=== design 1 ===
design_1/floorplan.png
Drawn at 2 px/um. Pins as bars on the die edge.
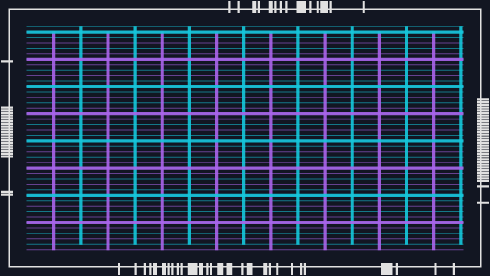

**config.mk**
```make
export PLATFORM = sky130hd
export DESIGN_NAME = ed_spike_detector
export DESIGN_NICKNAME = d
export VERILOG_FILES = /design/src/rtl/ed_spike_detector.sv
export SDC_FILE = /design/constraint.sdc
export NUM_CORES = 1
export LEC_CHECK = 0
export CORE_AREA = 8 8 227 120
export CTS_CLUSTER_DIAMETER = 100
export CTS_CLUSTER_SIZE = 40
export DETAILED_ROUTE_END_ITERATION = 10
export DIE_AREA = 0 0 235 128
export MAX_ROUTING_LAYER = met4
export PLACE_DENSITY_LB_ADDON = 0.1
export SLEW_MARGIN = 10
export SYNTH_ARGS = -nofsm -noshare
export SYNTH_HDL_FRONTEND = slang
export SYNTH_SLANG_ARGS = --single-unit
```
**constraint.sdc**
```tcl
create_clock -name clk -period 10.4 [get_ports clk]
set_input_delay 1.04 -clock clk [delete_from_list [all_inputs] [get_ports clk]]
set_output_delay 1.04 -clock clk [all_outputs]
set_load 0.01 [all_outputs]
```
**src/rtl/ed_spike_detector.sv**
```systemverilog
// Spike detector on the ED energy stream: adaptive EMA threshold, peak/timestamp capture, refractory hold-off.
// Latency: last sample of a spike accepted at edge N -> spike_valid high after edge N+1; threshold lags EMA by one cycle.
// Backpressure: none; one sample per in_valid cycle, all state holds while in_valid=0.
// Optional feature macro ED_SPIKE_COUNT_EN adds a saturating 16-bit spike_count output.
module ed_spike_detector #(
  parameter int IN_BITS   = 29,
  parameter int AVG_SH    = 8,
  parameter int THR_MULT  = 8,
  parameter int THR_MIN   = 16,
  parameter int WARMUP    = 256,
  parameter int REFRACT   = 32,
  parameter int MAX_WIDTH = 64,
  parameter int TS_BITS   = 32
) (
  input  logic               clk,
  input  logic               rst,
  input  logic [IN_BITS-1:0] energy_in,
  input  logic               in_valid,
  output logic               spike_valid,
  output logic [IN_BITS-1:0] spike_peak,
  output logic [TS_BITS-1:0] spike_ts,
  output logic [IN_BITS-1:0] threshold,
  output logic [1:0]         state
`ifdef ED_SPIKE_COUNT_EN
  ,output logic [15:0]       spike_count
`endif
);

  localparam int ACC_W  = IN_BITS + AVG_SH;
  localparam int PROD_W = IN_BITS + 8;
  localparam int WU_W   = $clog2(WARMUP + 1);
  localparam int WD_W   = $clog2(MAX_WIDTH + 1);
  localparam int RF_W   = $clog2(REFRACT + 2);

  typedef enum logic [1:0] {
    S_WARMUP  = 2'd0,
    S_IDLE    = 2'd1,
    S_ABOVE   = 2'd2,
    S_REFRACT = 2'd3
  } st_t;

  st_t                st_q, st_d;
  logic [ACC_W-1:0]   acc;
  logic [IN_BITS-1:0] avg;
  logic [TS_BITS-1:0] ts;
  logic [WU_W-1:0]    wu_cnt;
  logic [WD_W-1:0]    width_q;
  logic [RF_W-1:0]    rf_cnt;
  logic [IN_BITS-1:0] peak;
  logic [TS_BITS-1:0] peak_ts;
  logic               upd_d;
  logic               rpt_pend;
  logic               above;
  logic               ema_upd, start, track, fin;
  logic [PROD_W-1:0]  prod;
  logic [IN_BITS-1:0] thr_calc;

  assign avg   = acc[ACC_W-1:AVG_SH];
  assign above = energy_in > threshold;
  assign state = st_q;

  // Next-state and per-sample control strobes.
  always_comb begin
    st_d    = st_q;
    ema_upd = 1'b0;
    start   = 1'b0;
    track   = 1'b0;
    fin     = 1'b0;
    if (in_valid) begin
      case (st_q)
        S_WARMUP: begin
          ema_upd = 1'b1;
          if (wu_cnt == WU_W'(WARMUP - 1)) st_d = S_IDLE;
        end
        S_IDLE: begin
          if (above) begin
            start = 1'b1;
            st_d  = S_ABOVE;
          end else begin
            ema_upd = 1'b1;
          end
        end
        S_ABOVE: begin
          if (above) begin
            track = 1'b1;
            if (width_q == WD_W'(MAX_WIDTH - 1)) fin = 1'b1;
          end else begin
            fin = 1'b1;
          end
          if (fin) st_d = (REFRACT == 0) ? S_IDLE : S_REFRACT;
        end
        default: begin
          // Refractory: the sample that takes the counter to zero releases back to IDLE.
          if (rf_cnt <= RF_W'(1)) st_d = S_IDLE;
        end
      endcase
    end
  end

  // Threshold candidate: avg*THR_MULT floored at THR_MIN, saturated to the output width.
  always_comb begin
    thr_calc = '0;
    prod     = PROD_W'(avg) * PROD_W'(THR_MULT);
    if (prod > PROD_W'({IN_BITS{1'b1}}))
      thr_calc = '1;
    else if (prod < PROD_W'(THR_MIN))
      thr_calc = IN_BITS'(THR_MIN);
    else
      thr_calc = prod[IN_BITS-1:0];
  end

  // FSM state register.
  always_ff @(posedge clk or posedge rst) begin
    if (rst) st_q <= S_WARMUP;
    else     st_q <= st_d;
  end

  // EMA, threshold, timestamp and training counter.
  always_ff @(posedge clk or posedge rst) begin
    if (rst) begin
      acc       <= '0;
      upd_d     <= 1'b0;
      threshold <= '0;
      ts        <= '0;
      wu_cnt    <= '0;
    end else begin
      upd_d <= ema_upd;
      // avg <= acc, so subtracting first cannot underflow.
      if (ema_upd) acc <= (acc - ACC_W'(avg)) + ACC_W'(energy_in);
      if (upd_d) threshold <= thr_calc;
      if (in_valid) ts <= ts + 1'b1;
      if (in_valid && st_q == S_WARMUP) wu_cnt <= wu_cnt + 1'b1;
    end
  end

  // Peak tracking, spike width and refractory counters.
  always_ff @(posedge clk or posedge rst) begin
    if (rst) begin
      peak    <= '0;
      peak_ts <= '0;
      width_q <= '0;
      rf_cnt  <= '0;
    end else begin
      if (start) begin
        peak    <= energy_in;
        peak_ts <= ts;
        width_q <= WD_W'(1);
      end else if (track) begin
        // Strictly greater: ties keep the earlier sample's timestamp.
        if (energy_in > peak) begin
          peak    <= energy_in;
          peak_ts <= ts;
        end
        width_q <= width_q + 1'b1;
      end
      if (fin)
        rf_cnt <= RF_W'(REFRACT);
      else if (in_valid && st_q == S_REFRACT && rf_cnt != '0)
        rf_cnt <= rf_cnt - 1'b1;
    end
  end

  // Report stage: one cycle after the terminating sample so a final peak update is included.
  always_ff @(posedge clk or posedge rst) begin
    if (rst) begin
      rpt_pend    <= 1'b0;
      spike_valid <= 1'b0;
      spike_peak  <= '0;
      spike_ts    <= '0;
    end else begin
      rpt_pend    <= fin;
      spike_valid <= rpt_pend;
      if (rpt_pend) begin
        spike_peak <= peak;
        spike_ts   <= peak_ts;
      end
    end
  end

`ifdef ED_SPIKE_COUNT_EN
  // Saturating count of issued reports.
  always_ff @(posedge clk or posedge rst) begin
    if (rst)                              spike_count <= '0;
    else if (rpt_pend && spike_count != '1) spike_count <= spike_count + 1'b1;
  end
`endif

endmodule
```
=== design 2 ===
$ cat src/rtl/rr_select2.sv
// Two-channel round-robin selector with a registered output word, a mux select
// and per-channel accepted-transfer counters.
//
// state | meaning
// EMPTY | f_valid=0, output register holds no unconsumed word
// FULL  | f_valid=1, f/s hold a word waiting for f_ready
module rr_select2 #(
  parameter int WIDTH = 8,
  parameter int CNT_W = 8
) (
  input  logic             clk,
  input  logic             rst,
  input  logic [WIDTH-1:0] in0,
  input  logic             in0_valid,
  output logic             in0_ready,
  input  logic [WIDTH-1:0] in1,
  input  logic             in1_valid,
  output logic             in1_ready,
  output logic [WIDTH-1:0] f,
  output logic             f_valid,
  input  logic             f_ready,
  output logic             s,
  output logic [CNT_W-1:0] cnt0,
  output logic [CNT_W-1:0] cnt1
);

  localparam logic [0:0] EMPTY = 1'b0;
  localparam logic [0:0] FULL  = 1'b1;

  logic ptr;
  logic sel;
  logic load_en;
  logic take;

  always_comb begin
    sel = in1_valid;
    if (in0_valid && in1_valid) sel = ptr;
  end

  assign load_en = (f_valid == EMPTY) || f_ready;

  // Readies are held low during reset so no handshake is seen on that edge.
  assign in0_ready = !rst && load_en && !sel && in0_valid;
  assign in1_ready = !rst && load_en &&  sel && in1_valid;
  assign take      = in0_ready || in1_ready;

  always_ff @(posedge clk or posedge rst) begin
    if (rst) begin
      f       <= '0;
      s       <= 1'b0;
      f_valid <= EMPTY;
      ptr     <= 1'b0;
    end else if (take) begin
      f       <= sel ? in1 : in0;
      s       <= sel;
      f_valid <= FULL;
      ptr     <= ~sel;
    end else if (f_ready) begin
      f_valid <= EMPTY;
    end
  end

  always_ff @(posedge clk or posedge rst) begin
    if (rst) begin
      cnt0 <= '0;
      cnt1 <= '0;
    end else begin
      if (in0_ready) cnt0 <= cnt0 + 1'b1;
      if (in1_ready) cnt1 <= cnt1 + 1'b1;
    end
  end

endmodule
$ cat config.mk
export PLATFORM = sky130hd
export DESIGN_NAME = rr_select2
export DESIGN_NICKNAME = d
export VERILOG_FILES = /design/src/rtl/rr_select2.sv
export SDC_FILE = /design/constraint.sdc
export NUM_CORES = 1
export LEC_CHECK = 0
export CAP_MARGIN = 40
export CORE_AREA = 2 2 57 59
export DETAILED_ROUTE_END_ITERATION = 12
export DIE_AREA = 0 0 59 61
export PLACE_DENSITY = 0.85
export SLEW_MARGIN = 20
export SYNTH_ARGS = -nofsm -noshare
export SYNTH_HDL_FRONTEND = slang
export SYNTH_SLANG_ARGS = --single-unit
$ cat constraint.sdc
create_clock -name clk -period 1.95 [get_ports clk]
set_clock_uncertainty 0.2 [all_clocks]
set_input_delay 0.2925 -clock clk [delete_from_list [all_inputs] [get_ports clk]]
set_output_delay 0.2925 -clock clk [all_outputs]
set_load 0.01 [all_outputs]
design_1/gates.png
Drawn at 1.5 px/um.
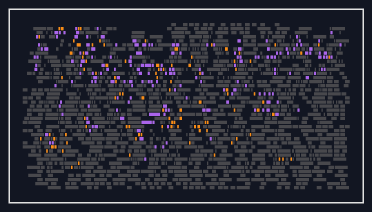
legend:
  orange:
    family: nor cells
    cells: 98
  purple:
    family: aoi and oai cells
    cells: 177

## Picture notes: design_1/floorplan.png
legend:
  purple:
    net: VSS
  cyan:
    net: VDD
met5 straps: 8
met4 straps: 16
signal pins: 125
rows: 41

==> impl_metrics.yaml, design 1 <==
# yosys + openroad results
run_status:
  outcome: "finished clean"
sta:
  finalSetupViolations: 0
  worst_hold_slack_ns: 0.485
  worst_pin_slew_ns: 0.932
  timing.setup.tns_ns: 0
  timing.final.max_slew_violations: 0
  post_route_fraction_of_the_period_consumed_by_the_critical_path: 0.436
synth:
  postSynthNetCount: 1512
  number_of_enable_type_register_cells_in_the_synthesized_netlist: 0
  synthesized_netlist_cell_count: 1340
  ys_seq_frac: 0.439
  synth_chip_area_um2: 14000
  synth_area_um2: 14000
  synth_cell_types: 60
hold_path:
  min_from: "wu_cnt[7]"
placed_design:
  port_buffers: 124
  post-place-ws_ns: 5.43
power:
  vdd_ir_drop_max_uv: 220
  cellLeakagePower_uw: 0.00760
die:
  fp_util: 0.574
  io-pin-count: 125
  die_y_um: 128
setup_path:
  critical_path_buffers_and_inverters: 3
  critical_path.max_fanout: 4
  critPathArrivalTime_ns: 4.93
  crit_cells: 13
  startpoint: "energy_in[1]"
  worst_path_dominant_cell_family: "AND-OR/OR-AND gates"
grt:
  grt_max_degree: 108
  globalRouteMet2Util: 0.335
  track_usage: 0.244
  grt.met1_usage: 0.377
  global_route.usage.met3: 0.0453
  grt_pass1_vias: 10100
  overflow: 0
cts:
  cts_root_buffer: "sky130_fd_sc_hd__clkbuf_16"
  cts_resized: 0
  clock_latency_ns: 0.51
  cts_inserted_buffers: 10
final_layout:
  largest_reg_flops: 37
  final_layout_top_logic_cells: "sky130_fd_sc_hd__dfrtp_1, sky130_fd_sc_hd__inv_1, sky130_fd_sc_hd__clkdlybuf4s50_1, sky130_fd_sc_hd__ha_1, sky130_fd_sc_hd__mux2_2"
  largest-register: "acc"
routing:
  post_drt_via_cell_ratio: 5.75
  wl_per_cell_um: 20.3
  ant_nets: 0
  num_vias: 10200
job:
  number_of_max_capacitance_violations_reported: 0
design 1: kinds of logic (layout without fill, tap and decap cells):
logic type | after synthesis | after routing | synth area share
compound gates | 236 | 236 | 0.112
mux | 131 | 131 | 0.102
other cells | 0 | 2 | 0
fa+ha+maj | 140 | 140 | 0.141
flops | 245 | 245 | 0.439
simple gates | 269 | 269 | 0.0916
xor+xnor | 76 | 76 | 0.0476
buf+inv | 243 | 346 | 0.0666
design 1: power by group:
group	switching, uW	internal (uW)
logic	1940	1460
registers	297	1250
clock network	308	199
total	2540	2910
design 1: final cells by class:
type / count / area (um2) / area share
clock inverter: 1 / 30.0 / 0.00189
antenna: 2 / 5.00 / 0.000316
multi-input combinational: 852 / 6940 / 0.438
inverter: 201 / 762 / 0.0481
tap: 322 / 403 / 0.0254
sequential: 245 / 6130 / 0.387
timing repair buffer: 132 / 1300 / 0.0821
clock buffer: 12 / 279 / 0.0176
design 1: metal layers:
metal  routed length (um)  share of wire  vias to the layer above
li1                     -              -                     4779
met1                18800           0.52                     5015
met2                14000           0.39                      339
met3                 2680          0.074                       35
met4                  452          0.013                        0
met5                    0              0                        -
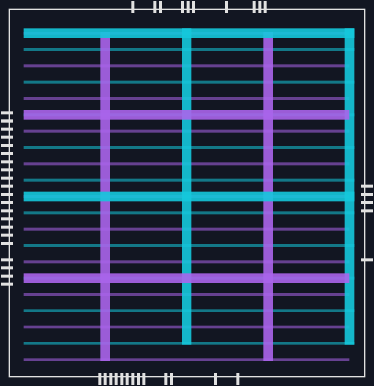
design_2/floorplan.png
Drawn at 6 px/um. Pins as bars on the die edge.
legend:
  purple:
    net: VSS
  cyan:
    net: VDD
signal pins: 49
met1 rails: 21
met4 straps: 4
rows: 20
met5 straps: 4

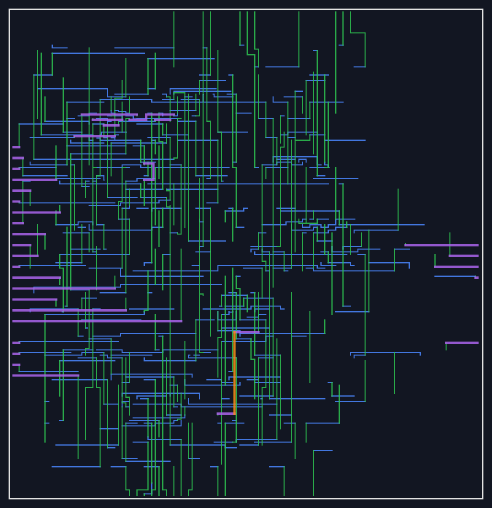
design_2/layers.png
Drawn at 8 px/um.
legend:
  blue:
    layer: M1
    wire_length: 1150 um
  orange:
    layer: M4
    wire_length: 10.2 um
  purple:
    layer: M3
    wire_length: 153 um
  green:
    layer: M2
    wire_length: 1520 um

==> impl_metrics.yaml, design 2 <==
# yosys + openroad results
power:
  power_frac_seq: 0.473
  internal-power_uw: 1240
sta:
  maxSlewHeadroom: 0.780
  finalSetupViolations: 0
  final.min_clock_period_ns: 1.85
  worst_pin_slew_ns: 0.330
hold_path:
  min_from: "in0_valid"
routing:
  post_drt_via_cell_ratio: 5.19
  met3_wirelength_um: 152
  drc_errors: 0
  wl_per_cell_um: 14.9
cts:
  hold_buffers: 0
  cts_inserted_buffers: 3
  tritoncts: "yes"
  cts_resized: 7
  htree_num_levels: 1
  cts_root_buffer: "sky130_fd_sc_hd__clkbuf_4"
  clock-sinks: 27
  clkTransAtPathRegs_ns: 0.13
  clockBufferDepth: 2
synth:
  yosys.area.top_type_share: 0.558
  post_synth_ao_oa_area_fraction: 0.121
  synth.area.mux_share: 0.0186
  ys_seq_frac: 0.558
  top_comb_family_area: "simple AND/OR/NAND/NOR gates"
  ys_async_sr_fraction: 1.00
grt:
  grt_pass1_vias: 1026
  grt_max_degree: 28
  grt_busiest_layer: "met2"
run_status:
  outcome: "finished clean"
setup_path:
  slowest_stage: "sky130_fd_sc_hd__dfrtp_1"
  timing.critical_path.cells: "a21bo_4 -> nor3_4 -> buf_2"
  crit-reg2reg-capture: "cnt0[1]"
die:
  core_region_area_um2: 2950
  placement_rows: 20
placed_design:
  placement_stage_cell_area_um2: 1800
final_layout:
  post_route_cells_drive_above_1_share: 0.152
## design 2: final cells by class
cell class,count,area (um2),area share
flip-flops and latches,27,676,0.369
inverters,6,22.5,0.0123
repair buffers,58,561,0.306
well taps,33,41.3,0.0225
clock buffers,3,22.5,0.0123
multi-input cells,63,504,0.275
clock inverters,1,5.00,0.00273
## design 2: power by group through the flow
stage               Combinational [uW]  Clock, uW  Sequential (uW)
global route                       809        262              900
CTS                                747        239              870
finish                             743        227              872
floorplan                          254          0              919
global placement                   722          0              870
detailed placement                 744          0              875
## design 2: layout by cell type, fill, tap and decap left out, drive strengths merged, types with 3 or more instances in the layout
cell type       n
clkdlybuf4s50  45
dfrtp          27
xnor2          12
buf            12
nand4           7
inv             6
a22oi           4
o21ai           4
o22ai           4
a2bb2oi         4
and3            3
nand3           3
clkbuf          3
## design 2: through the flow
step,TNS [ns],std cells,total power [uW]
3_5_place_dp,-1.79,187,1620
2_1_floorplan,0,98,1170
6_report,0,191,1840
4_1_cts,0,191,1860
5_1_grt,-0.00258,191,1970
3_3_place_gp,-1.44,187,1590
## design 2: registers in the layout, summed over array words and instances, names as in the netlist
register and cells:
cnt0 8, f 8, s 1, ptr 1
cnt1 8, f_valid 1

=== design 3 ===
<file path="config.mk">
export PLATFORM = sky130hd
export DESIGN_NAME = addsub_nibble_sequencer
export DESIGN_NICKNAME = d
export VERILOG_FILES = /design/src/rtl/addsub_seq_pkg.sv /design/src/rtl/addsub4_slice.sv /design/src/rtl/addsub_nibble_sequencer.sv
export SDC_FILE = /design/constraint.sdc
export NUM_CORES = 1
export LEC_CHECK = 0
export CAP_MARGIN = 20
export CORE_UTILIZATION = 40
export CTS_CLUSTER_DIAMETER = 150
export DETAILED_ROUTE_END_ITERATION = 7
export PLACE_DENSITY = 0.68
export SYNTH_ARGS = -nofsm -noshare
export SYNTH_HDL_FRONTEND = slang
export SYNTH_SLANG_ARGS = --single-unit
</file>
<file path="constraint.sdc">
create_clock -name clk -period 2.4 [get_ports clk]
set_input_delay 0.36 -clock clk [delete_from_list [all_inputs] [get_ports clk]]
set_output_delay 0.36 -clock clk [all_outputs]
set_load 0.1 [all_outputs]
</file>
<file path="src/rtl/addsub_seq_pkg.sv">
// ============================================================================
// Module   : addsub_seq_pkg
// Brief    : Shared types and constants for the nibble-serial add/sub sequencer
// Revision : 1.0 - initial release
// ============================================================================
`default_nettype none

package addsub_seq_pkg;

  localparam int NIBBLE_W = 4;

  typedef enum logic [1:0] {
    IDLE = 2'd0,
    RUN  = 2'd1,
    DONE = 2'd2
  } state_t;

endpackage

`default_nettype wire

</file>
<file path="src/rtl/addsub4_slice.sv">
// ============================================================================
// Module   : addsub4_slice
// Brief    : Combinational 4-bit add/subtract slice with external carry chain
// Revision : 1.0 - initial release
// ============================================================================
`default_nettype none

module addsub4_slice (
  input  logic [3:0] a,
  input  logic [3:0] b,
  input  logic       mode,
  input  logic       cin,
  output logic [3:0] sum,
  output logic       cout,
  output logic       c3
);

  logic [3:0] w_b_eff;
  logic [3:0] w_low;
  logic [4:0] w_full;

  assign w_b_eff = b ^ {4{mode}};

  // Bit 3 carry-in is the carry out of the lower three bits; needed for overflow.
  assign w_low  = {1'b0, a[2:0]} + {1'b0, w_b_eff[2:0]} + {3'b000, cin};
  assign w_full = {1'b0, a} + {1'b0, w_b_eff} + {4'b0000, cin};

  assign sum  = w_full[3:0];
  assign cout = w_full[4];
  assign c3   = w_low[3];

endmodule

`default_nettype wire

</file>
<file path="src/rtl/addsub_nibble_sequencer.sv">
// ============================================================================
// Module   : addsub_nibble_sequencer
// Brief    : WIDTH-bit add/sub computed LSB nibble first on one shared 4-bit slice
// Revision : 1.0 - initial release
// ============================================================================
`default_nettype none

module addsub_nibble_sequencer
  import addsub_seq_pkg::*;
#(
  parameter int WIDTH = 16
) (
  input  logic             clk,
  input  logic             rst,
  input  logic             start,
  input  logic             mode,
  input  logic [WIDTH-1:0] a,
  input  logic [WIDTH-1:0] b,
  output logic             busy,
  output logic             done,
  output logic [WIDTH-1:0] result,
  output logic             cout,
  output logic             overflow,
  output logic             zero
);

  localparam int NIBBLES = WIDTH / NIBBLE_W;
  localparam int CNT_W   = (NIBBLES > 1) ? $clog2(NIBBLES) : 1;

  state_t             r_state;
  state_t             w_next_state;
  logic [CNT_W-1:0]   r_cnt;
  logic [WIDTH-1:0]   r_a;
  logic [WIDTH-1:0]   r_b;
  logic [WIDTH-1:0]   r_result;
  logic               r_mode;
  logic               r_carry;
  logic               r_cout;
  logic               r_ovf;
  logic               r_zero;

  logic [3:0]         w_sum;
  logic               w_cout;
  logic               w_c3;
  logic               w_accept;
  logic               w_last;
  logic [WIDTH-1:0]   w_shifted;

  addsub4_slice u_slice (
    .a    (r_a[3:0]),
    .b    (r_b[3:0]),
    .mode (r_mode),
    .cin  (r_carry),
    .sum  (w_sum),
    .cout (w_cout),
    .c3   (w_c3)
  );

  assign w_accept  = start && ((r_state == IDLE) || (r_state == DONE));
  assign w_last    = (r_state == RUN) && (r_cnt == CNT_W'(NIBBLES - 1));
  // Sum enters at the MSB end so after NIBBLES shifts the LSB nibble sits at bit 0.
  assign w_shifted = {w_sum, r_result[WIDTH-1:NIBBLE_W]};

  always_ff @(posedge clk) begin
    if (rst) begin
      r_state <= IDLE;
    end else begin
      r_state <= w_next_state;
    end
  end

  always_comb begin
    w_next_state = r_state;
    case (r_state)
      IDLE:    if (start)  w_next_state = RUN;
      RUN:     if (w_last) w_next_state = DONE;
      DONE:    w_next_state = start ? RUN : IDLE;
      default: w_next_state = IDLE;
    endcase
  end

  always_ff @(posedge clk) begin
    if (rst) begin
      r_cnt    <= '0;
      r_a      <= '0;
      r_b      <= '0;
      r_result <= '0;
      r_mode   <= 1'b0;
      r_carry  <= 1'b0;
      r_cout   <= 1'b0;
      r_ovf    <= 1'b0;
      r_zero   <= 1'b0;
    end else if (w_accept) begin
      r_a      <= a;
      r_b      <= b;
      r_mode   <= mode;
      r_carry  <= mode;
      r_cnt    <= '0;
      r_result <= '0;
      r_cout   <= 1'b0;
      r_ovf    <= 1'b0;
      r_zero   <= 1'b0;
    end else if (r_state == RUN) begin
      r_result <= w_shifted;
      r_carry  <= w_cout;
      r_a      <= r_a >> NIBBLE_W;
      r_b      <= r_b >> NIBBLE_W;
      r_cnt    <= r_cnt + CNT_W'(1);
      if (w_last) begin
        r_cout <= w_cout;
        r_ovf  <= w_c3 ^ w_cout;
        r_zero <= (w_shifted == '0);
      end
    end
  end

  assign busy     = (r_state == RUN);
  assign done     = (r_state == DONE);
  assign result   = r_result;
  assign cout     = r_cout;
  assign overflow = r_ovf;
  assign zero     = r_zero;

endmodule

`default_nettype wire

</file>
=== design 4 ===
$ cat src/rtl/semaforo_monitor.sv
// ============================================================================
// semaforo_monitor
//
// Passive checker for the six lamp lines of a two-way intersection
// controller. Each posedge it samples the lamps, decodes them into a phase
// code and checks the pattern, the phase transition and the dwell time
// against the day/night protocol. Errors are reported as one-cycle pulses,
// a sticky flag and a saturating event counter. All outputs are registered
// from the sample taken at the same edge.
//
// Optional feature (macro SEMAFORO_MON_STATS_EN):
//   adds output cycles_done, a 16-bit wrapping count of RY->GR transitions
//   seen while tracking (one completed day cycle each).
//
// Ports:
//   clock                      in   system clock, sampling on posedge
//   reset                      in   asynchronous active-high reset
//   redA, yellowA, greenA      in   lamp lines, road A
//   redB, yellowB, greenB      in   lamp lines, road B
//   phase[2:0]                 out  0 GR,1 YR,2 RG,3 RY,4 OFF,5 YY,7 INVALID
//   night                      out  decoded phase is OFF or YY
//   locked                     out  monitor is tracking a valid sequence
//   err_pattern                out  pulse: illegal lamp code
//   err_trans                  out  pulse: illegal phase transition
//   err_dwell                  out  pulse: dwell-time violation
//   err_sticky                 out  OR of all past error pulses
//   err_count[7:0]             out  erroring samples, saturating at 255
//   cycles_done[15:0]          out  (SEMAFORO_MON_STATS_EN only)
// ============================================================================
module semaforo_monitor #(
    parameter int GREEN_MIN     = 3,
    parameter int GREEN_MAX     = 4,
    parameter int YELLOW_CYCLES = 1,
    parameter int BLINK_CYCLES  = 1
) (
    input  logic        clock,
    input  logic        reset,
    input  logic        redA,
    input  logic        yellowA,
    input  logic        greenA,
    input  logic        redB,
    input  logic        yellowB,
    input  logic        greenB,
    output logic [2:0]  phase,
    output logic        night,
    output logic        locked,
    output logic        err_pattern,
    output logic        err_trans,
    output logic        err_dwell,
    output logic        err_sticky,
    output logic [7:0]  err_count
`ifdef SEMAFORO_MON_STATS_EN
    ,
    output logic [15:0] cycles_done
`endif
);

    localparam logic [2:0] PH_GR  = 3'd0;
    localparam logic [2:0] PH_YR  = 3'd1;
    localparam logic [2:0] PH_RG  = 3'd2;
    localparam logic [2:0] PH_RY  = 3'd3;
    localparam logic [2:0] PH_OFF = 3'd4;
    localparam logic [2:0] PH_YY  = 3'd5;
    localparam logic [2:0] PH_INV = 3'd7;

    localparam logic [3:0] DWELL_SAT = 4'd15;

    typedef enum logic {
        ST_SYNC  = 1'b0,
        ST_TRACK = 1'b1
    } state_t;

    // Lamp order {redA, yellowA, greenA, redB, yellowB, greenB}.
    function automatic logic [2:0] f_decode(input logic [5:0] lamps);
        logic [2:0] ph;
        case (lamps)
            6'b001100: ph = PH_GR;
            6'b010100: ph = PH_YR;
            6'b100001: ph = PH_RG;
            6'b100010: ph = PH_RY;
            6'b000000: ph = PH_OFF;
            6'b010010: ph = PH_YY;
            default:   ph = PH_INV;
        endcase
        return ph;
    endfunction

    function automatic logic f_legal(input logic [2:0] from_ph, input logic [2:0] to_ph);
        logic ok;
        case ({from_ph, to_ph})
            {PH_GR,  PH_YR},
            {PH_YR,  PH_RG},
            {PH_RG,  PH_RY},
            {PH_RY,  PH_GR},
            {PH_GR,  PH_OFF},
            {PH_YR,  PH_OFF},
            {PH_RG,  PH_OFF},
            {PH_RY,  PH_OFF},
            {PH_OFF, PH_YY},
            {PH_YY,  PH_OFF},
            {PH_OFF, PH_GR},
            {PH_YY,  PH_GR}:  ok = 1'b1;
            default:          ok = 1'b0;
        endcase
        return ok;
    endfunction

    function automatic logic [3:0] f_limit(input logic [2:0] ph);
        logic [3:0] lim;
        case (ph)
            PH_GR, PH_RG: lim = 4'(GREEN_MAX);
            PH_YR, PH_RY: lim = 4'(YELLOW_CYCLES);
            default:      lim = 4'(BLINK_CYCLES);
        endcase
        return lim;
    endfunction

    logic [5:0] w_lamps;
    logic [2:0] w_code;
    logic       w_valid;
    logic [3:0] w_dwell_inc;
    logic [3:0] w_limit;

    state_t     r_state;
    logic [2:0] r_phase;
    logic [3:0] r_dwell;
    logic       r_night;
    logic       r_locked;
    logic       r_err_pat;
    logic       r_err_trans;
    logic       r_err_dwell;
    logic       r_sticky;
    logic [7:0] r_count;

    state_t     w_state_nxt;
    logic [2:0] w_phase_nxt;
    logic [3:0] w_dwell_nxt;
    logic       w_locked_nxt;
    logic       w_err_pat;
    logic       w_err_trans;
    logic       w_err_dwell;
    logic       w_any_err;
    logic       w_night_nxt;

    assign w_lamps     = {redA, yellowA, greenA, redB, yellowB, greenB};
    assign w_code      = f_decode(w_lamps);
    assign w_valid     = (w_code != PH_INV);
    assign w_dwell_inc = (r_dwell == DWELL_SAT) ? DWELL_SAT : r_dwell + 4'd1;
    assign w_limit     = f_limit(r_phase);

    always_ff @(posedge clock or posedge reset) begin
        if (reset) begin
            r_state <= ST_SYNC;
        end else begin
            r_state <= w_state_nxt;
        end
    end

    always_comb begin
        w_state_nxt  = r_state;
        w_phase_nxt  = r_phase;
        w_dwell_nxt  = r_dwell;
        w_locked_nxt = r_locked;
        w_err_pat    = 1'b0;
        w_err_trans  = 1'b0;
        w_err_dwell  = 1'b0;
        case (r_state)
            ST_SYNC: begin
                if (w_valid) begin
                    // First valid sample only establishes the reference phase.
                    w_phase_nxt  = w_code;
                    w_dwell_nxt  = 4'd1;
                    w_locked_nxt = 1'b1;
                    w_state_nxt  = ST_TRACK;
                end else begin
                    w_err_pat   = 1'b1;
                    w_phase_nxt = PH_INV;
                end
            end
            ST_TRACK: begin
                if (!w_valid) begin
                    // Lost the sequence: no transition check against garbage.
                    w_err_pat    = 1'b1;
                    w_phase_nxt  = PH_INV;
                    w_dwell_nxt  = 4'd0;
                    w_locked_nxt = 1'b0;
                    w_state_nxt  = ST_SYNC;
                end else if (w_code == r_phase) begin
                    w_dwell_nxt = w_dwell_inc;
                    // Fires only on the sample where the limit is first crossed.
                    if ((r_dwell <= w_limit) && (w_dwell_inc > w_limit)) begin
                        w_err_dwell = 1'b1;
                    end
                end else begin
                    w_err_trans = !f_legal(r_phase, w_code);
                    // Green left early for its yellow; a switch to OFF is a mode
                    // change and never counts as a short green.
                    if (((r_phase == PH_GR && w_code == PH_YR) ||
                         (r_phase == PH_RG && w_code == PH_RY)) &&
                        (r_dwell < 4'(GREEN_MIN))) begin
                        w_err_dwell = 1'b1;
                    end
                    w_phase_nxt = w_code;
                    w_dwell_nxt = 4'd1;
                end
            end
            default: begin
                w_state_nxt = ST_SYNC;
            end
        endcase
    end

    assign w_any_err   = w_err_pat | w_err_trans | w_err_dwell;
    assign w_night_nxt = (w_phase_nxt == PH_OFF) || (w_phase_nxt == PH_YY);

    always_ff @(posedge clock or posedge reset) begin
        if (reset) begin
            r_phase     <= PH_INV;
            r_dwell     <= 4'd0;
            r_night     <= 1'b0;
            r_locked    <= 1'b0;
            r_err_pat   <= 1'b0;
            r_err_trans <= 1'b0;
            r_err_dwell <= 1'b0;
            r_sticky    <= 1'b0;
            r_count     <= 8'd0;
        end else begin
            r_phase     <= w_phase_nxt;
            r_dwell     <= w_dwell_nxt;
            r_night     <= w_night_nxt;
            r_locked    <= w_locked_nxt;
            r_err_pat   <= w_err_pat;
            r_err_trans <= w_err_trans;
            r_err_dwell <= w_err_dwell;
            r_sticky    <= r_sticky | w_any_err;
            // One count per erroring sample, regardless of how many flags fire.
            if (w_any_err && (r_count != 8'hFF)) begin
                r_count <= r_count + 8'd1;
            end
        end
    end

    assign phase       = r_phase;
    assign night       = r_night;
    assign locked      = r_locked;
    assign err_pattern = r_err_pat;
    assign err_trans   = r_err_trans;
    assign err_dwell   = r_err_dwell;
    assign err_sticky  = r_sticky;
    assign err_count   = r_count;

`ifdef SEMAFORO_MON_STATS_EN
    logic        w_cycle_inc;
    logic [15:0] r_cycles;

    assign w_cycle_inc = (r_state == ST_TRACK) && (r_phase == PH_RY) && (w_code == PH_GR);

    always_ff @(posedge clock or posedge reset) begin
        if (reset) begin
            r_cycles <= 16'd0;
        end else if (w_cycle_inc) begin
            r_cycles <= r_cycles + 16'd1;
        end
    end

    assign cycles_done = r_cycles;
`endif

endmodule

$ cat config.mk
export PLATFORM = sky130hd
export DESIGN_NAME = semaforo_monitor
export DESIGN_NICKNAME = d
export VERILOG_FILES = /design/src/rtl/semaforo_monitor.sv
export SDC_FILE = /design/constraint.sdc
export NUM_CORES = 1
export LEC_CHECK = 0
export CAP_MARGIN = 25
export CORE_MARGIN = 2
export CORE_UTILIZATION = 30
export CTS_BUF_LIST = sky130_fd_sc_hd__clkbuf_8 sky130_fd_sc_hd__clkbuf_16
export CTS_CLUSTER_DIAMETER = 60
export DETAILED_ROUTE_END_ITERATION = 10
export PLACE_DENSITY_LB_ADDON = 0.2
export SLEW_MARGIN = 40
export SYNTH_ARGS = -nofsm -noshare
export SYNTH_HDL_FRONTEND = slang
export SYNTH_SLANG_ARGS = --single-unit
$ cat constraint.sdc
create_clock -name clock -period 6.9 [get_ports clock]
set_input_delay 1.38 -clock clock [delete_from_list [all_inputs] [get_ports clock]]
set_output_delay 1.38 -clock clock [all_outputs]
set_load 0.03 [all_outputs]
=== design 5 ===
`config.mk`:
```
export PLATFORM = sky130hd
export DESIGN_NAME = wisard_index_seq
export DESIGN_NICKNAME = d
export VERILOG_FILES = /design/src/rtl/wisard_index_seq.sv
export SDC_FILE = /design/constraint.sdc
export NUM_CORES = 1
export LEC_CHECK = 0
export ABC_CLOCK_PERIOD_IN_PS = 9000
export CAP_MARGIN = 20
export CORE_AREA = 2 2 75 77
export CTS_CLUSTER_DIAMETER = 200
export DETAILED_ROUTE_END_ITERATION = 16
export DIE_AREA = 0 0 77 79
export PLACE_DENSITY = 0.81
export SETUP_SLACK_MARGIN = 0.1
export SLEW_MARGIN = 20
export SYNTH_ARGS = -nofsm -noshare
export SYNTH_HDL_FRONTEND = slang
export SYNTH_SLANG_ARGS = --single-unit
```
`constraint.sdc`:
```
create_clock -name clk -period 9 [get_ports clk]
set_clock_uncertainty 0.05 [all_clocks]
set_input_delay 0.9 -clock clk [delete_from_list [all_inputs] [get_ports clk]]
set_output_delay 0.9 -clock clk [all_outputs]
set_load 0.02 [all_outputs]
```
`src/rtl/wisard_index_seq.sv`:
```
// WiSARD RAM-index sequencer: one registered stage that tags each beat with its base RAM index,
// frame start/end flags and a completed-frame count. Optional sticky err_sop under WISARD_INDEX_SEQ_ERR_EN.
module wisard_index_seq #(
  parameter int INDEX_WIDTH = 5,
  parameter int N_RAMS_MAX  = 27,
  parameter int LANES       = 1,
  parameter int DATA_WIDTH  = 16,
  parameter int FCNT_WIDTH  = 16
) (
  input  logic                   clk,
  input  logic                   rst_n,
  input  logic                   clear,
  input  logic [INDEX_WIDTH-1:0] n_rams,
  input  logic                   sink_valid,
  output logic                   sink_ready,
  input  logic                   sink_sop,
  input  logic [DATA_WIDTH-1:0]  sink_data,
  output logic                   src_valid,
  input  logic                   src_ready,
  output logic [DATA_WIDTH-1:0]  src_data,
  output logic [INDEX_WIDTH-1:0] src_index,
  output logic                   src_sop,
  output logic                   src_eop,
  output logic [FCNT_WIDTH-1:0]  frame_cnt,
  output logic                   err_sop
);

  logic                   src_valid_q, src_valid_d;
  logic [DATA_WIDTH-1:0]  src_data_q, src_data_d;
  logic [INDEX_WIDTH-1:0] src_index_q, src_index_d;
  logic                   src_sop_q, src_sop_d;
  logic                   src_eop_q, src_eop_d;
  logic [INDEX_WIDTH-1:0] nxt_q, nxt_d;
  logic [INDEX_WIDTH-1:0] len_q, len_d;
  logic [FCNT_WIDTH-1:0]  frame_cnt_q, frame_cnt_d;

  logic                   sink_fire;
  logic [INDEX_WIDTH-1:0] idx;
  logic [INDEX_WIDTH-1:0] len_new;
  logic [INDEX_WIDTH-1:0] len_eff;
  logic [31:0]            idx_sum;
  logic                   last_beat;

  assign sink_ready = !src_valid_q || src_ready;
  assign sink_fire  = sink_valid && sink_ready;

  always_comb begin
    idx = sink_sop ? '0 : nxt_q;
    if (n_rams == '0 || int'(n_rams) > N_RAMS_MAX) len_new = INDEX_WIDTH'(N_RAMS_MAX);
    else                                            len_new = n_rams;
    // A beat opening a frame must see its own freshly sampled length, not the stale one.
    len_eff   = (idx == '0) ? len_new : len_q;
    idx_sum   = 32'(idx) + 32'(LANES);
    last_beat = idx_sum >= 32'(len_eff);
  end

  always_comb begin
    src_valid_d = src_valid_q;
    src_data_d  = src_data_q;
    src_index_d = src_index_q;
    src_sop_d   = src_sop_q;
    src_eop_d   = src_eop_q;
    nxt_d       = nxt_q;
    len_d       = len_q;
    frame_cnt_d = frame_cnt_q;

    if (src_ready) src_valid_d = 1'b0;

    if (sink_fire) begin
      src_valid_d = 1'b1;
      src_data_d  = sink_data;
      src_index_d = idx;
      src_sop_d   = (idx == '0);
      src_eop_d   = last_beat;
      len_d       = len_eff;
      if (last_beat) begin
        nxt_d       = '0;
        frame_cnt_d = frame_cnt_q + FCNT_WIDTH'(1);
      end else begin
        nxt_d = INDEX_WIDTH'(idx_sum);
      end
    end

    if (clear) begin
      src_valid_d = 1'b0;
      src_data_d  = '0;
      src_index_d = '0;
      src_sop_d   = 1'b0;
      src_eop_d   = 1'b0;
      nxt_d       = '0;
      len_d       = INDEX_WIDTH'(N_RAMS_MAX);
      frame_cnt_d = '0;
    end
  end

  always_ff @(posedge clk or negedge rst_n) begin
    if (!rst_n) begin
      src_valid_q <= 1'b0;
      src_data_q  <= '0;
      src_index_q <= '0;
      src_sop_q   <= 1'b0;
      src_eop_q   <= 1'b0;
      nxt_q       <= '0;
      len_q       <= INDEX_WIDTH'(N_RAMS_MAX);
      frame_cnt_q <= '0;
    end else begin
      src_valid_q <= src_valid_d;
      src_data_q  <= src_data_d;
      src_index_q <= src_index_d;
      src_sop_q   <= src_sop_d;
      src_eop_q   <= src_eop_d;
      nxt_q       <= nxt_d;
      len_q       <= len_d;
      frame_cnt_q <= frame_cnt_d;
    end
  end

  assign src_valid = src_valid_q;
  assign src_data  = src_data_q;
  assign src_index = src_index_q;
  assign src_sop   = src_sop_q;
  assign src_eop   = src_eop_q;
  assign frame_cnt = frame_cnt_q;

`ifdef WISARD_INDEX_SEQ_ERR_EN
  logic err_sop_q, err_sop_d;

  // An explicit sop while a frame is still open abandons that frame.
  always_comb begin
    err_sop_d = err_sop_q;
    if (sink_fire && sink_sop && nxt_q != '0) err_sop_d = 1'b1;
    if (clear) err_sop_d = 1'b0;
  end

  always_ff @(posedge clk or negedge rst_n) begin
    if (!rst_n) err_sop_q <= 1'b0;
    else        err_sop_q <= err_sop_d;
  end

  assign err_sop = err_sop_q;
`else
  assign err_sop = 1'b0;
`endif

endmodule

```

## Gallery

Clock wiring as the flow saved it.
picture 1
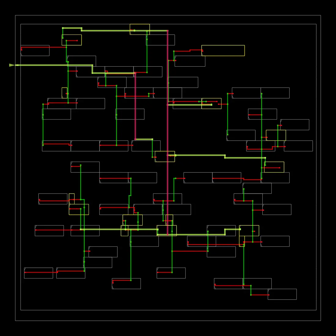
picture 2
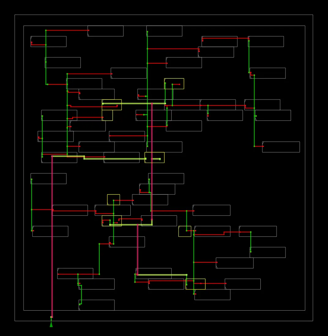
picture 3
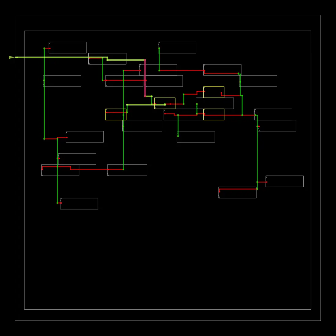
Picture 2 is design 5.
Picture 1 is design 3.
Picture 3 is design 4.
- most clock buffers: picture 1
- fewest sequential cells: picture 3

design_3/gates.png
Drawn at 4 px/um.
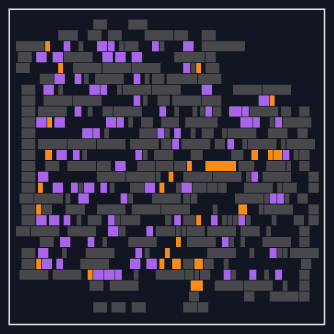
legend:
  orange:
    family: nor cells
    cells: 25
  purple:
    family: aoi and oai cells
    cells: 80
    where: all over the die

==> impl_metrics.yaml, design 3 <==
# yosys + openroad results
routing:
  drc_errors: 0
  dr.first_iter.drc_count: 104
  drt-met1-wl_mm: 2.36
grt:
  antenna_violations_before_repair: 0
setup_path:
  cp_slowest_stage_delay_ns: 0.51
  crit_cells: 8
die:
  io-pin-count: 57
  design.die.area_um2: 6150
  core_region_area_um2: 5570
final_layout:
  number_of_filler_instances_in_the_final_layout: 542
  final_nets: 364
  layout.area.top_class: "flip-flops and latches"
synth:
  number_of_enable_type_register_cells_in_the_synthesized_netlist: 0
  postSynthNetCount: 311
run_status:
  outcome: "finished clean"
placed_design:
  place_inst: 382
  port_buffers: 56
power:
  clock_power_uw: 863
  totalPowerFinal_uw: 2240
  power_leader: "registers"
  p_comb_frac: 0.159
sta:
  worst_hold_slack_ns: 0.455
-- design 3: layout by cell type (no fill, tap or decap), types with 3 or more instances in the layout --
master                            netlist  layout
sky130_fd_sc_hd__dfxtp_1               57      55
sky130_fd_sc_hd__clkbuf_8               0      10
sky130_fd_sc_hd__buf_4                  2      27
sky130_fd_sc_hd__clkbuf_1               7       3
sky130_fd_sc_hd__ha_1                   5       5
sky130_fd_sc_hd__clkdlybuf4s50_1        0      35
sky130_fd_sc_hd__nor2_1                17      17
sky130_fd_sc_hd__xor2_1                 5       5
sky130_fd_sc_hd__a22oi_1               32      32
sky130_fd_sc_hd__nand2_1               54      54
sky130_fd_sc_hd__a21oi_1               43      43
-- design 3: routing by layer --
metal / GRT usage / vias to the layer above
li1: - / 1043
met1: 0.222 / 899
met2: 0.311 / 68
met3: 0.0849 / 6
met4: 0.0556 / 0
met5: 0 / -
-- design 3: worst min-delay path, stage by stage, from the launching register on --
cell and delay (ns):
sky130_fd_sc_hd__dfxtp_1 0.31, sky130_fd_sc_hd__nand2_1 0.05, sky130_fd_sc_hd__a21oi_1 0.05
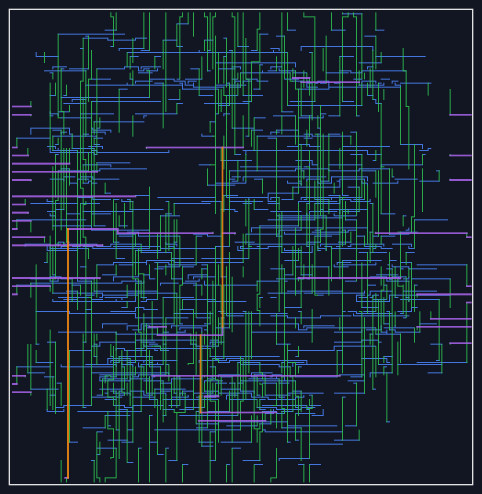
design_5/layers.png
Drawn at 6 px/um.
legend:
  orange:
    layer: M4
    wire_length: 84.3 um
  green:
    layer: M2
    wire_length: 2870 um
  purple:
    layer: M3
    wire_length: 312 um
  blue:
    layer: M1
    wire_length: 2620 um

==> impl_metrics.yaml, design 5 <==
# yosys + openroad results
setup_path:
  critPathLaunchType: "input port"
  timing.critical_path.to: "frame_cnt[5]"
  critPathArrivalTime_ns: 4.27
  rr_worst_depth: 12
  slowest_stage: "sky130_fd_sc_hd__clkdlybuf4s50_1"
  worst_path_dominant_cell_family: "AND-OR/OR-AND gates"
  required_ns: 9.15
  startpoint: "sink_sop"
  timing.critical_path.mode_cell: "sky130_fd_sc_hd__ha_1"
power:
  power_frac_seq: 0.530
  p_comb_frac: 0.161
  internal-power_uw: 321
sta:
  timing.final.max_slew_violations: 0
  worst_pin_slew_ns: 0.937
  final.min_clock_period_ns: 4.13
  post_route_fraction_of_the_period_consumed_by_the_critical_path: 0.458
  grt_setup_unrepaired: "no"
synth:
  top_comb_family_area: "simple AND/OR/NAND/NOR gates"
  yosys.area.top_type_share: 0.446
  synth_chip_area_um2: 2580
  postSynthNetCount: 317
  ys_cells: 282
  synth-xor-area-share: 0.0102
  post_synth_and_or_nand_nor_area_fraction: 0.230
  post_synth_ao_oa_area_fraction: 0.181
routing:
  num_vias: 2268
  dr.first_iter.drc_count: 215
  wl_per_cell_um: 14.2
  ant_nets: 0
  detail_route.wirelength_mm: 5.88
  topRoutingLayerUsed: "met4"
  met2_wirelength_mm: 2.87
grt:
  globalRouteMet2Util: 0.332
die:
  die_y_um: 79
  io-pin-count: 69
  floorplan.die.width_um: 77
hold_path:
  timing.hold.worst.class: "reg2reg"
cts:
  cts_resized: 0
  cts_root_buffer: "sky130_fd_sc_hd__clkbuf_8"
final_layout:
  n_antenna_cell: 0
  final_layout_top_logic_cells: "sky130_fd_sc_hd__clkdlybuf4s50_1, sky130_fd_sc_hd__nand2_1, sky130_fd_sc_hd__a21oi_1, sky130_fd_sc_hd__dfrtp_1, sky130_fd_sc_hd__nor2_1"
run_status:
  outcome: "finished clean"
design 5: worst register-to-register path, cell delays in order, from the launching register on:
cell	delay [ns]
sky130_fd_sc_hd__dfrtp_1	0.43
sky130_fd_sc_hd__nor2b_1	0.19
sky130_fd_sc_hd__inv_1	0.10
sky130_fd_sc_hd__ha_1	0.16
sky130_fd_sc_hd__o21ai_1	0.14
sky130_fd_sc_hd__a311o_1	0.40
sky130_fd_sc_hd__o22a_1	0.20
sky130_fd_sc_hd__ha_1	0.26
sky130_fd_sc_hd__nand2b_1	0.17
sky130_fd_sc_hd__a2111oi_4	0.36
sky130_fd_sc_hd__o21a_4	0.40
sky130_fd_sc_hd__nor2_1	0.11
sky130_fd_sc_hd__mux2_1	0.32
design 5: sequential cells by signal, summed over array words and instances, names as in the netlist:
signal and count:
frame_cnt 16, src_data 16, len_q 5, nxt_q 5
src_index 5, src_eop 1, src_sop 1, src_valid 1
design 5: area by class of cell:
cell class              instances  area [um2]
multi-input cells             210        1210
flip-flops and latches         50        1260
clock buffers                   5        68.8
inverters                       4        15.0
clock inverters                 3        25.0
repair buffers                 70         683
well taps                      72        90.1
fillers                       506        1980
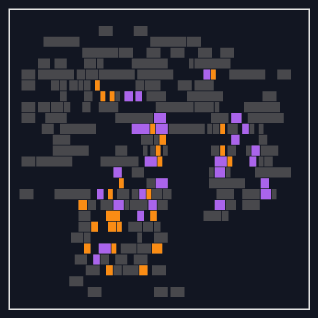
design_4/gates.png
Drawn at 4 px/um.
legend:
  purple:
    family: aoi and oai cells
    cells: 26
  orange:
    family: nor cells
    cells: 25

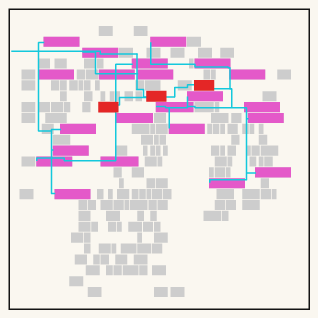
design_4/clock_wires.png
Drawn at 4 px/um.
legend:
  magenta:
    item: flip-flops
    count: 22
  red:
    item: clock-net drivers
    count: 3
  cyan:
    item: clock wires
    length: 293 um
routed clock nets: 4

==> impl_metrics.yaml, design 4 <==
# yosys + openroad results
run_status:
  outcome: "finished clean"
cts:
  clock_latency_ns: 0.26
  htree_num_levels: 1
  tritoncts: "yes"
grt:
  globalRouteMet2Util: 0.223
  grt_first_pass_wirelength_mm: 5.51
  grt_busiest_layer: "met2"
sta:
  hold_viol: 0
  final.min_clock_period_ns: 4.15
setup_path:
  critPathLaunchType: "input port"
  rrSetupSlack_ns: 3.93
  crit-reg2reg-capture: "err_count[1]"
die:
  fp_util: 0.314
  core_region_area_um2: 4750
routing:
  dr.first_iter.drc_count: 34
  detail_route.wirelength_mm: 3.34
synth:
  flop_cell: "sky130_fd_sc_hd__dfrtp_1"
  ys_warn_count: 0
  post_synth_ao_oa_area_fraction: 0.154
  ys_seq_frac: 0.371
  postSynthNetCount: 174
power:
  totalPowerFinal_uw: 472
  vdd_ir_drop_max_uv: 212
placed_design:
  post-place-ws_ns: 2.51
final_layout:
  area.growth.synth_to_final_pct: 20.9
design 4: where the power goes:
group	internal [uW]	switching [uW]	leakage, uW
Clock	50.8	40.7	0.0000288
Combinational	89.5	105	0.000403
Sequential	156	30.4	0.000263
design 4: cells by family after synthesis:
| group | after synthesis |
|---|---|
| multiplexers | 2 |
| buffers and inverters | 16 |
| XOR/XNOR | 14 |
| AND/OR/NAND/NOR | 66 |
| flip-flops | 22 |
| AND-OR/OR-AND | 32 |
| adder cells (fa/ha/maj) | 7 |
design 4: area by class of cell:
type,count,share of cell area
clock buffer,4,0.0304
tap,67,0.0464
multi-input combinational,121,0.463
sequential,22,0.307
timing repair buffer,24,0.133
inverter,10,0.0208
design 4: layer usage:
| metal | vias to the layer above | part of all wire |
|---|---|---|
| met3 | 2 | 0.032 |
| met4 | 0 | 0.0024 |
| met1 | 612 | 0.46 |
| li1 | 625 | - |
| met2 | 29 | 0.51 |
| met5 | - | 0 |
design 4: sequential cells by signal (all words and copies together), names as in the netlist:
name and count:
locked 1, r_dwell 4, night 1, err_count 8, err_trans 1, r_state 1
phase 3, err_pattern 1, err_sticky 1, err_dwell 1


==> screenshots <==
Clock network drawn from the DEF.
image #1
Drawn at 1.5 px/um.
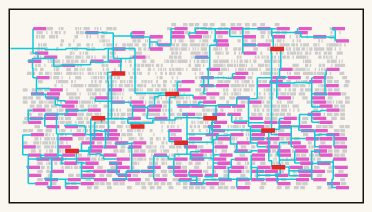
image #2
Drawn at 4 px/um.
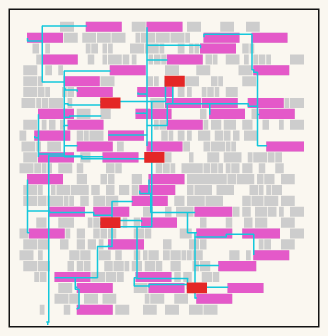
image #3
Drawn at 4 px/um.
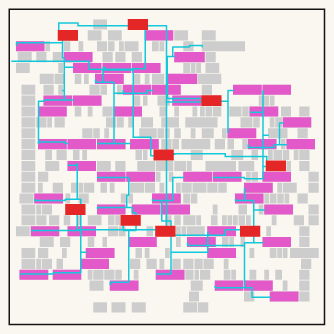
image #4
Drawn at 4 px/um.
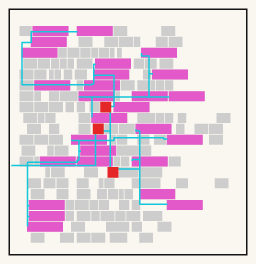
image #4: design 2
image #2: design 5
image #3: design 3
image #1: design 1
- smallest die: image #4

Power figures rest on the tool's default switching activity, not on a simulated workload.
